# ---- universal_counter_n_flat ----
**universal_counter_n_flat: the clock network**

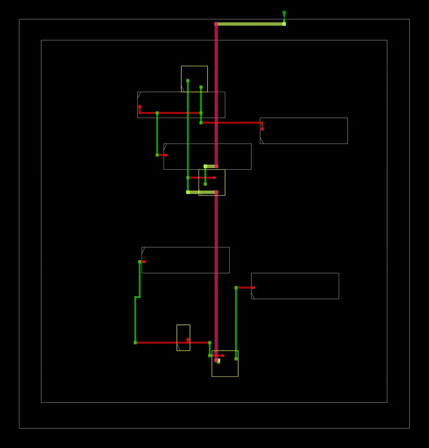
**universal_counter_n_flat: the metal 1 layer**

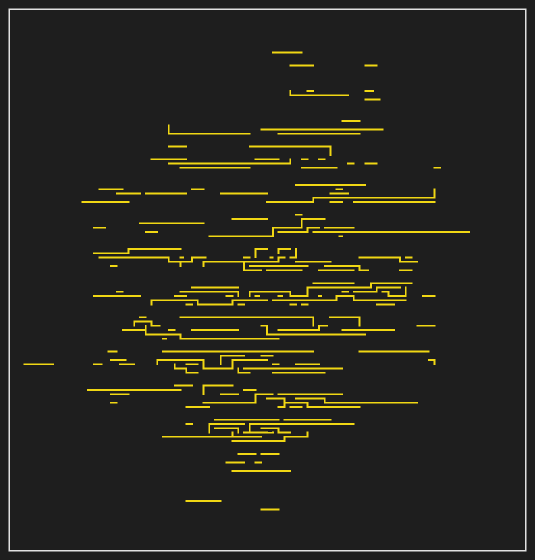
**src/rtl/ucr_pkg.sv**
```systemverilog
// Shared definitions for the universal up/down counter family.
// Other counter users import the function-select enum from here.
package ucr_pkg;

  typedef enum logic [0:1] {
    UCR_LOAD = 2'b00,
    UCR_DEC  = 2'b01,
    UCR_INC  = 2'b10,
    UCR_HOLD = 2'b11
  } ucr_sel_t;

  localparam int UCR_BCD_MODULUS = 10;

endpackage

```
**src/rtl/universal_counter_n_if.sv**
```systemverilog
// Control/data bundle for one universal_counter_n stage.
// The master drives function and data; the slave is the counter.
interface universal_counter_n_if
  import ucr_pkg::*;
#(
  parameter int WIDTH = 4
);
  logic [0:WIDTH-1] D;
  logic             CIN;
  ucr_sel_t         SEL;
  logic             CLR;
  logic [0:WIDTH-1] Q;
  logic             COUT;
  logic             TC;

  modport master (
    output D, CIN, SEL, CLR,
    input  Q, COUT, TC
  );

  modport slave (
    input  D, CIN, SEL, CLR,
    output Q, COUT, TC
  );
endinterface

```
**src/rtl/universal_counter_n.sv**
```systemverilog
// Parametrised binary/modulo-N up/down counter with load, clear, registered
// wrap pulse (COUT) and combinational terminal count (TC) for cascading.
module universal_counter_n
  import ucr_pkg::*;
#(
  parameter int              WIDTH   = 4,
  parameter longint unsigned MODULUS = longint'(1) << WIDTH
) (
  input  logic                 CLK,
  input  logic                 RESET,
  universal_counter_n_if.slave bus
);

  localparam logic [WIDTH:0] MOD_M1 = (WIDTH+1)'(MODULUS - 64'd1);

  logic [0:WIDTH-1] q_r;
  logic             cout_r;
  logic [WIDTH:0]   q_ext;
  logic [WIDTH-1:0] inc_q;
  logic [WIDTH-1:0] dec_q;
  logic [WIDTH-1:0] top_q;
  logic             at_top;
  logic             at_zero;

  // Extra headroom bit keeps the top-of-range compare correct for any
  // out-of-range value placed by LOAD.
  assign q_ext   = {1'b0, q_r};
  assign inc_q   = WIDTH'(q_ext + (WIDTH+1)'(1));
  assign dec_q   = WIDTH'(q_ext - (WIDTH+1)'(1));
  assign top_q   = WIDTH'(MOD_M1);
  assign at_top  = (q_ext >= MOD_M1);
  assign at_zero = (q_r == '0);

  always_ff @(posedge CLK or posedge RESET) begin
    if (RESET) begin
      q_r    <= '0;
      cout_r <= 1'b0;
    end else if (bus.CLR) begin
      q_r    <= '0;
      cout_r <= 1'b0;
    end else begin
      cout_r <= 1'b0;
      case (bus.SEL)
        UCR_LOAD: q_r <= bus.D;
        UCR_INC: begin
          if (bus.CIN) begin
            if (at_top) begin
              q_r    <= '0;
              cout_r <= 1'b1;
            end else begin
              q_r <= inc_q;
            end
          end
        end
        UCR_DEC: begin
          if (bus.CIN) begin
            if (at_zero) begin
              q_r    <= top_q;
              cout_r <= 1'b1;
            end else begin
              q_r <= dec_q;
            end
          end
        end
        default: ;
      endcase
    end
  end

  // TC looks ahead at this cycle's wrap so a following stage can use it as
  // its CIN on the same edge.
  assign bus.TC = bus.CIN & ~bus.CLR &
                  (((bus.SEL == UCR_INC) & at_top) |
                   ((bus.SEL == UCR_DEC) & at_zero));

  assign bus.Q    = q_r;
  assign bus.COUT = cout_r;

endmodule
```
**src/flat_wrapper.sv**
```systemverilog
// flat-port wrapper written by rule: the top's interface ports become plain ports
module universal_counter_n_flat import ucr_pkg::*;
#(
  parameter int              WIDTH   = 4,
  parameter longint unsigned MODULUS = longint'(1) << WIDTH
)
  (CLK, RESET, bus_D, bus_CIN, bus_SEL, bus_CLR, bus_Q, bus_COUT, bus_TC);
  universal_counter_n_if #(.WIDTH(WIDTH)) bus_i ();
  input  logic CLK;
  input  logic RESET;
  input wire logic [$bits(bus_i.D)-1:0] bus_D;
  input wire logic [$bits(bus_i.CIN)-1:0] bus_CIN;
  input wire logic [$bits(bus_i.SEL)-1:0] bus_SEL;
  input wire logic [$bits(bus_i.CLR)-1:0] bus_CLR;
  output wire logic [$bits(bus_i.Q)-1:0] bus_Q;
  output wire logic [$bits(bus_i.COUT)-1:0] bus_COUT;
  output wire logic [$bits(bus_i.TC)-1:0] bus_TC;
  assign bus_i.D = bus_D;
  assign bus_i.CIN = bus_CIN;
  assign bus_i.SEL = bus_SEL;
  assign bus_i.CLR = bus_CLR;
  assign bus_Q = bus_i.Q;
  assign bus_COUT = bus_i.COUT;
  assign bus_TC = bus_i.TC;
  universal_counter_n #(.WIDTH(WIDTH), .MODULUS(MODULUS)) u_core (.CLK(CLK), .RESET(RESET), .bus(bus_i));
endmodule
```
**config.mk**
```make
export PLATFORM = sky130hd
export DESIGN_NAME = universal_counter_n_flat
export DESIGN_NICKNAME = d
export VERILOG_FILES = /design/src/rtl/ucr_pkg.sv /design/src/rtl/universal_counter_n_if.sv /design/src/rtl/universal_counter_n.sv /design/src/flat_wrapper.sv
export SDC_FILE = /design/constraint.sdc
export NUM_CORES = 1
export LEC_CHECK = 0
export CORE_AREA = 2 2 39 41
export DETAILED_ROUTE_END_ITERATION = 10
export DIE_AREA = 0 0 41 43
export HOLD_SLACK_MARGIN = 0.02
export PLACE_DENSITY = 0.73
export SLEW_MARGIN = 20
export SYNTH_ARGS = -nofsm -noshare
export SYNTH_HDL_FRONTEND = slang
export SYNTH_SLANG_ARGS = --single-unit
```
**constraint.sdc**
```tcl
create_clock -name CLK -period 3.8 [get_ports CLK]
set_input_delay 0.76 -clock CLK [delete_from_list [all_inputs] [get_ports CLK]]
set_output_delay 0.76 -clock CLK [all_outputs]
set_load 0.005 [all_outputs]
```
==> impl_metrics.json <==
{
  "crit_path_frequent_cell": "clkdlybuf4s50_1",
  "critical_path_class": "input port to output pin",
  "flops": 5,
  "top_cell": "inv_1",
  "area_growth_pct": 41.0,
  "tightestPinTransition_ns": 0.438,
  "clk_pin_slew_ns": 0.04,
  "core-area_mm2": 0.00138,
  "cts_hold_buf": 0,
  "wl_met2_um": 617,
  "syn_avg_cell_area_um2": 8.55,
  "yosys.area.top_type_share_pct": 26.6,
  "path_cells": "clkdlybuf4s50_1 > inv_1 > ha_1 > nand4bb_1 > a21oi_1 > clkdlybuf4s50_1",
  "dp_hpwl_um": 942,
  "critPathLaunchType": "input port",
  "grt_first_pass_wirelength_mm": 2.03,
  "whs_path_depth": 2,
  "ys_warn_count": 0,
  "crit_cells": 6,
  "status": "completed",
  "edf_count": 0,
  "yosys.area.top_type": "dfrtp_1",
  "crit_family": "buffers and inverters",
  "area_share_nonclk_buffers_pct": 22.6,
  "holdWs_ns": 0.633,
  "ys_cells": 55,
  "placed_cells": 85,
  "io_pins": 16,
  "ys_top_logic_family": "AND-OR/OR-AND gates",
  "drt-wirelength-per-cell_um": 14.0,
  "worstSetupStartpoint": "bus_SEL[1]",
  "hold_violations": 0,
  "gr-usage-met3_pct": 7.85,
  "drt-initial-drc-count": 22,
  "nonClockBufferCount": 15,
  "log.warning_count": 29,
  "grtUsageTotal_pct": 18.1,
  "top_cells_by_count": "inv_1 (8), a21oi_1 (5), dfrtp_1 (5), ha_1 (5), nand2_1 (4)",
  "clockRootBuffer": "clkbuf_4",
  "adder_share_pct": 13.3,
  "cts_setup_buffers": 0,
  "pwr-share-seq_pct": 33.1,
  "clockBufferDepth": 2,
  "setup_viol": 0,
  "cts_tree": "yes",
  "finalSetupTns_ns": 0,
  "flop_cell": "dfrtp_1",
  "first_global_vias": 465,
  "nFillCells": 147,
  "p_int_uw": 132,
  "ys_area_um2": 470,
  "powerClk_uw": 65.7,
  "switching_share_pct": 33.0,
  "num_tap_cells": 16,
  "top_usage_layer": "met2",
  "wl_met1_um": 490,
  "vias": 508,
  "antenna_found_initial": 0,
  "dp_slack_ns": 0.593,
  "drive_gt1_share_pct": 11.0,
  "p_comb_share_pct": 33.7
}
About 'the clock network' of universal_counter_n_flat:
CTS buffer count: 3
CTS sink count: 5
clk ins delay skew pair: 0.25 ns

About 'the metal 1 layer' of universal_counter_n_flat:
The longest straight run is 12.4 um. The layer carries 490 um of wire. The wires run mostly horizontal.


# ---- instr_fetch_unit ----
**src/rtl/instr_fetch_unit.sv**
```systemverilog
// Instruction fetch unit: one outstanding 16-bit fetch, a registered instruction
// slot held until decode accepts it, and redirect handling that drops stale responses.
module instr_fetch_unit #(
  parameter logic [15:0] RESET_PC = 16'h0000,
  parameter logic [15:0] PC_STEP  = 16'd2
) (
  input  logic        clk,
  input  logic        rst_n,
  input  logic        redirect,
  input  logic [15:0] redirect_pc,
  output logic        imem_req,
  output logic [15:0] imem_addr,
  input  logic        imem_rvalid,
  input  logic [15:0] imem_rdata,
  output logic [15:0] instr,
  output logic [15:0] instr_pc,
  output logic        instr_valid,
  input  logic        instr_ready
);

  typedef enum logic [1:0] {FETCH, HOLD, DROP} state_t;

  state_t      state_q;
  logic [15:0] pc_q;
  logic [15:0] req_addr_q;
  logic        req_q;
  logic [15:0] instr_q;
  logic [15:0] instr_pc_q;
  logic        instr_valid_q;
  logic [15:0] tgt;

  assign tgt         = redirect_pc & 16'hFFFE;
  assign imem_req    = req_q;
  assign imem_addr   = req_addr_q;
  assign instr       = instr_q;
  assign instr_pc    = instr_pc_q;
  assign instr_valid = instr_valid_q;

  always_ff @(posedge clk or negedge rst_n) begin
    if (!rst_n) begin
      state_q       <= FETCH;
      pc_q          <= RESET_PC;
      req_addr_q    <= RESET_PC;
      req_q         <= 1'b0;
      instr_q       <= 16'h0000;
      instr_pc_q    <= 16'h0000;
      instr_valid_q <= 1'b0;
    end else begin
      case (state_q)
        FETCH: begin
          // req_q low here only in the first cycle after reset: nothing is outstanding yet
          if (!req_q) begin
            req_q <= 1'b1;
            if (redirect) begin
              pc_q       <= tgt;
              req_addr_q <= tgt;
            end
          end else if (redirect) begin
            pc_q <= tgt;
            if (imem_rvalid) req_addr_q <= tgt;
            else             state_q    <= DROP;
          end else if (imem_rvalid) begin
            instr_q       <= imem_rdata;
            instr_pc_q    <= req_addr_q;
            instr_valid_q <= 1'b1;
            pc_q          <= req_addr_q + PC_STEP;
            req_q         <= 1'b0;
            state_q       <= HOLD;
          end
        end
        HOLD: begin
          if (redirect) begin
            instr_valid_q <= 1'b0;
            pc_q          <= tgt;
            req_addr_q    <= tgt;
            req_q         <= 1'b1;
            state_q       <= FETCH;
          end else if (instr_ready) begin
            instr_valid_q <= 1'b0;
            req_addr_q    <= pc_q;
            req_q         <= 1'b1;
            state_q       <= FETCH;
          end
        end
        DROP: begin
          // Old request still in flight; the newest redirect target wins
          if (redirect) pc_q <= tgt;
          if (imem_rvalid) begin
            req_addr_q <= redirect ? tgt : pc_q;
            state_q    <= FETCH;
          end
        end
        default: state_q <= FETCH;
      endcase
    end
  end

endmodule

```
**config.mk**
```make
export PLATFORM = sky130hd
export DESIGN_NAME = instr_fetch_unit
export DESIGN_NICKNAME = d
export VERILOG_FILES = /design/src/rtl/instr_fetch_unit.sv
export SDC_FILE = /design/constraint.sdc
export NUM_CORES = 1
export LEC_CHECK = 0
export ABC_CLOCK_PERIOD_IN_PS = 1700
export CORE_MARGIN = 2
export CORE_UTILIZATION = 30
export DETAILED_ROUTE_END_ITERATION = 8
export GPL_TIMING_DRIVEN = 0
export HOLD_SLACK_MARGIN = 0.08
export PLACE_DENSITY = 0.63
export RECOVER_POWER = 25
export SYNTH_ARGS = -nofsm -noshare
export SYNTH_HDL_FRONTEND = slang
export SYNTH_SLANG_ARGS = --single-unit
```
**constraint.sdc**
```tcl
create_clock -name clk -period 1.7 [get_ports clk]
set_input_delay 0.425 -clock clk [delete_from_list [all_inputs] [get_ports clk]]
set_output_delay 0.425 -clock clk [all_outputs]
set_load 0.05 [all_outputs]
```
==> impl_metrics.json <==
{
  "status": "finished with violations",
  "violations": "setup timing",
  "ys_top_logic_family": "AND-OR/OR-AND gates",
  "p_int_uw": 6610,
  "syn_avg_cell_area_um2": 11.1,
  "pwr-share-seq_pct": 24.9,
  "p_comb_share_pct": 59.8,
  "routed.top_layer": "met4",
  "min_path_type": "input port to async pin",
  "p_comb_uw": 7470,
  "power_density_mw_per_mm2": 2300,
  "drt-wirelength-per-cell_um": 18.0,
  "dp_hpwl_mm": 6.53,
  "leakagePower_uw": 0.00231,
  "power.switching_uw": 5880,
  "simple_gate_share_pct": 10.1,
  "powerClk_uw": 1910,
  "clockBufferDepth": 2,
  "seq_share_pct": 31.6,
  "nClkBuffers": 12,
  "wl_met1_mm": 4.46,
  "clockPowerShare_pct": 15.3,
  "drv_cap": 0,
  "slew_violations": 0,
  "io_buffer_count": 85,
  "cts_buffers": 9,
  "setup_viol": 29,
  "grt_max_degree": 69,
  "grtUsageTotal_pct": 16.8,
  "worstSetupStartpoint": "state_q[1]",
  "detail_route.vias_per_cell": 5.40,
  "fp-utilization_pct": 30.4,
  "drtPass1Iterations": 5,
  "syn_inst": 308,
  "nFillCells": 1001,
  "edf_count": 0,
  "inverters": 9,
  "io_pins": 87,
  "antenna_found_initial": 0,
  "placed_cells": 536,
  "flop_cell": "dfrtp_1",
  "worst-endpoint-required_ns": 1.91,
  "area_growth_pct": 58.1,
  "critical_path_class": "flop to flop",
  "r2r_start": "state_q[1]",
  "max_freq_ghz": 0.547,
  "antenna_cells": 0,
  "setup_ws_ns": -0.127,
  "lay_top_cells": "dfrtp_1 (58), dlygate4sd2_1 (34), mux2_2 (33), clkdlybuf4s50_1 (32), buf_4 (22)",
  "grt_overflow": 0,
  "lay_top_count": "dfrtp_1",
  "layout.cells.non_filler": 582,
  "h-tree-depth": 3,
  "synth.cellmix.xorXnorShare_pct": 2.30,
  "final-clk-cell-share_pct": 5.61,
  "synth_cell_types": 46,
  "cpPeakStageDelay_ns": 0.40,
  "crit_cells": 9,
  "die_w_um": 111,
  "use_met1_pct": 21.8,
  "clk_pin_slew_ns": 0.05,
  "antenna_left": 0,
  "finalClockSkew_ns": 0.00731,
  "critPathCapture": "imem_addr[6]",
  "drt-initial-drc-count": 291,
  "cts_hold_buf": 0,
  "log.warning_count": 33,
  "worst-path-buf-inv": 4,
  "grt_first_pass_wirelength_mm": 16.5,
  "flops": 68
}
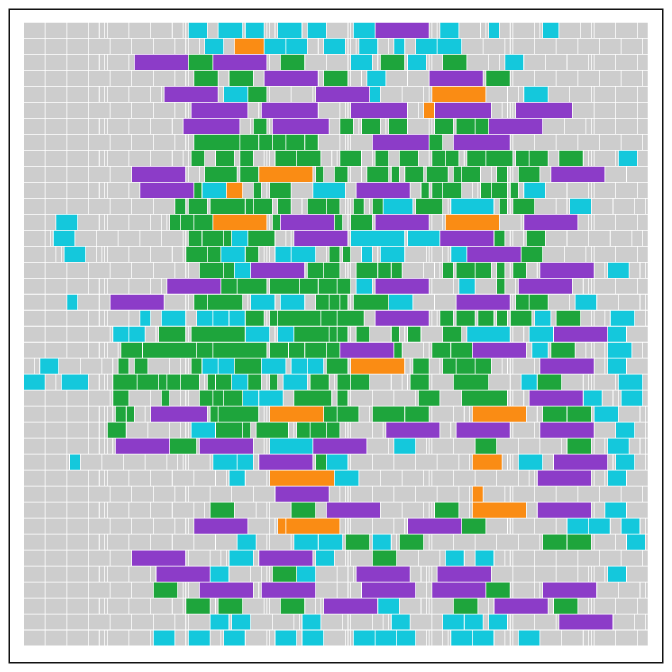
**Above:** instr_fetch_unit (cell classes on the final placement).
Fill, decap, tap and diode cells in gray.
clock drivers and dummy loads: in orange, cells 16. remaining buffers and delay cells: in cyan, cells 135. remaining logic cells: in green, cells 220. sequential cells: in purple, cells 68.



==> layout pictures side by side <==
Metal 3.
panel A
Scale bar: 20 um.
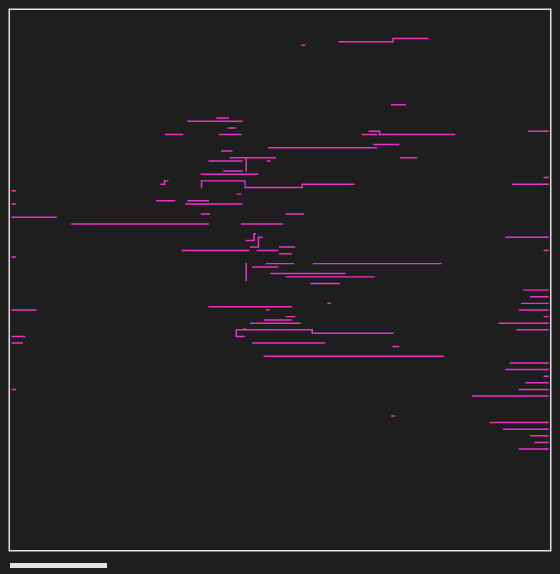
panel B
Scale bar: 10 um.
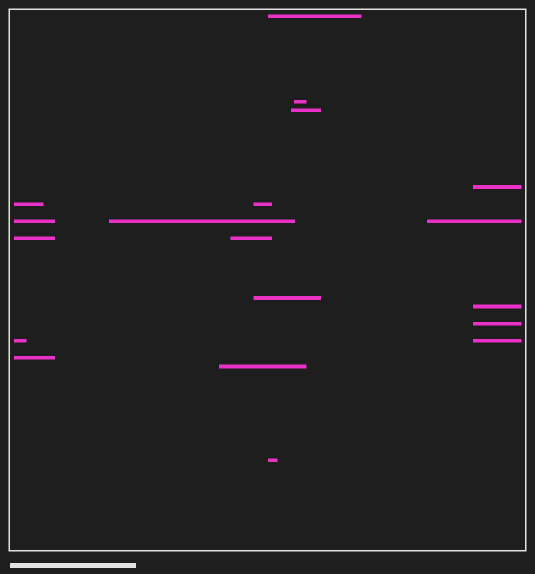
For instr_fetch_unit, see panel A.
For universal_counter_n_flat, see panel B.
Of these, largest die: panel A

Key to panel B:
The layer holds 5.9% of the routed length. 15 nets have wire on it. The wires run mostly horizontal. The layer carries 73.7 um of wire. The longest straight run is 14.5 um.

No activity file was given, so power comes from the tool's default toggle rates.
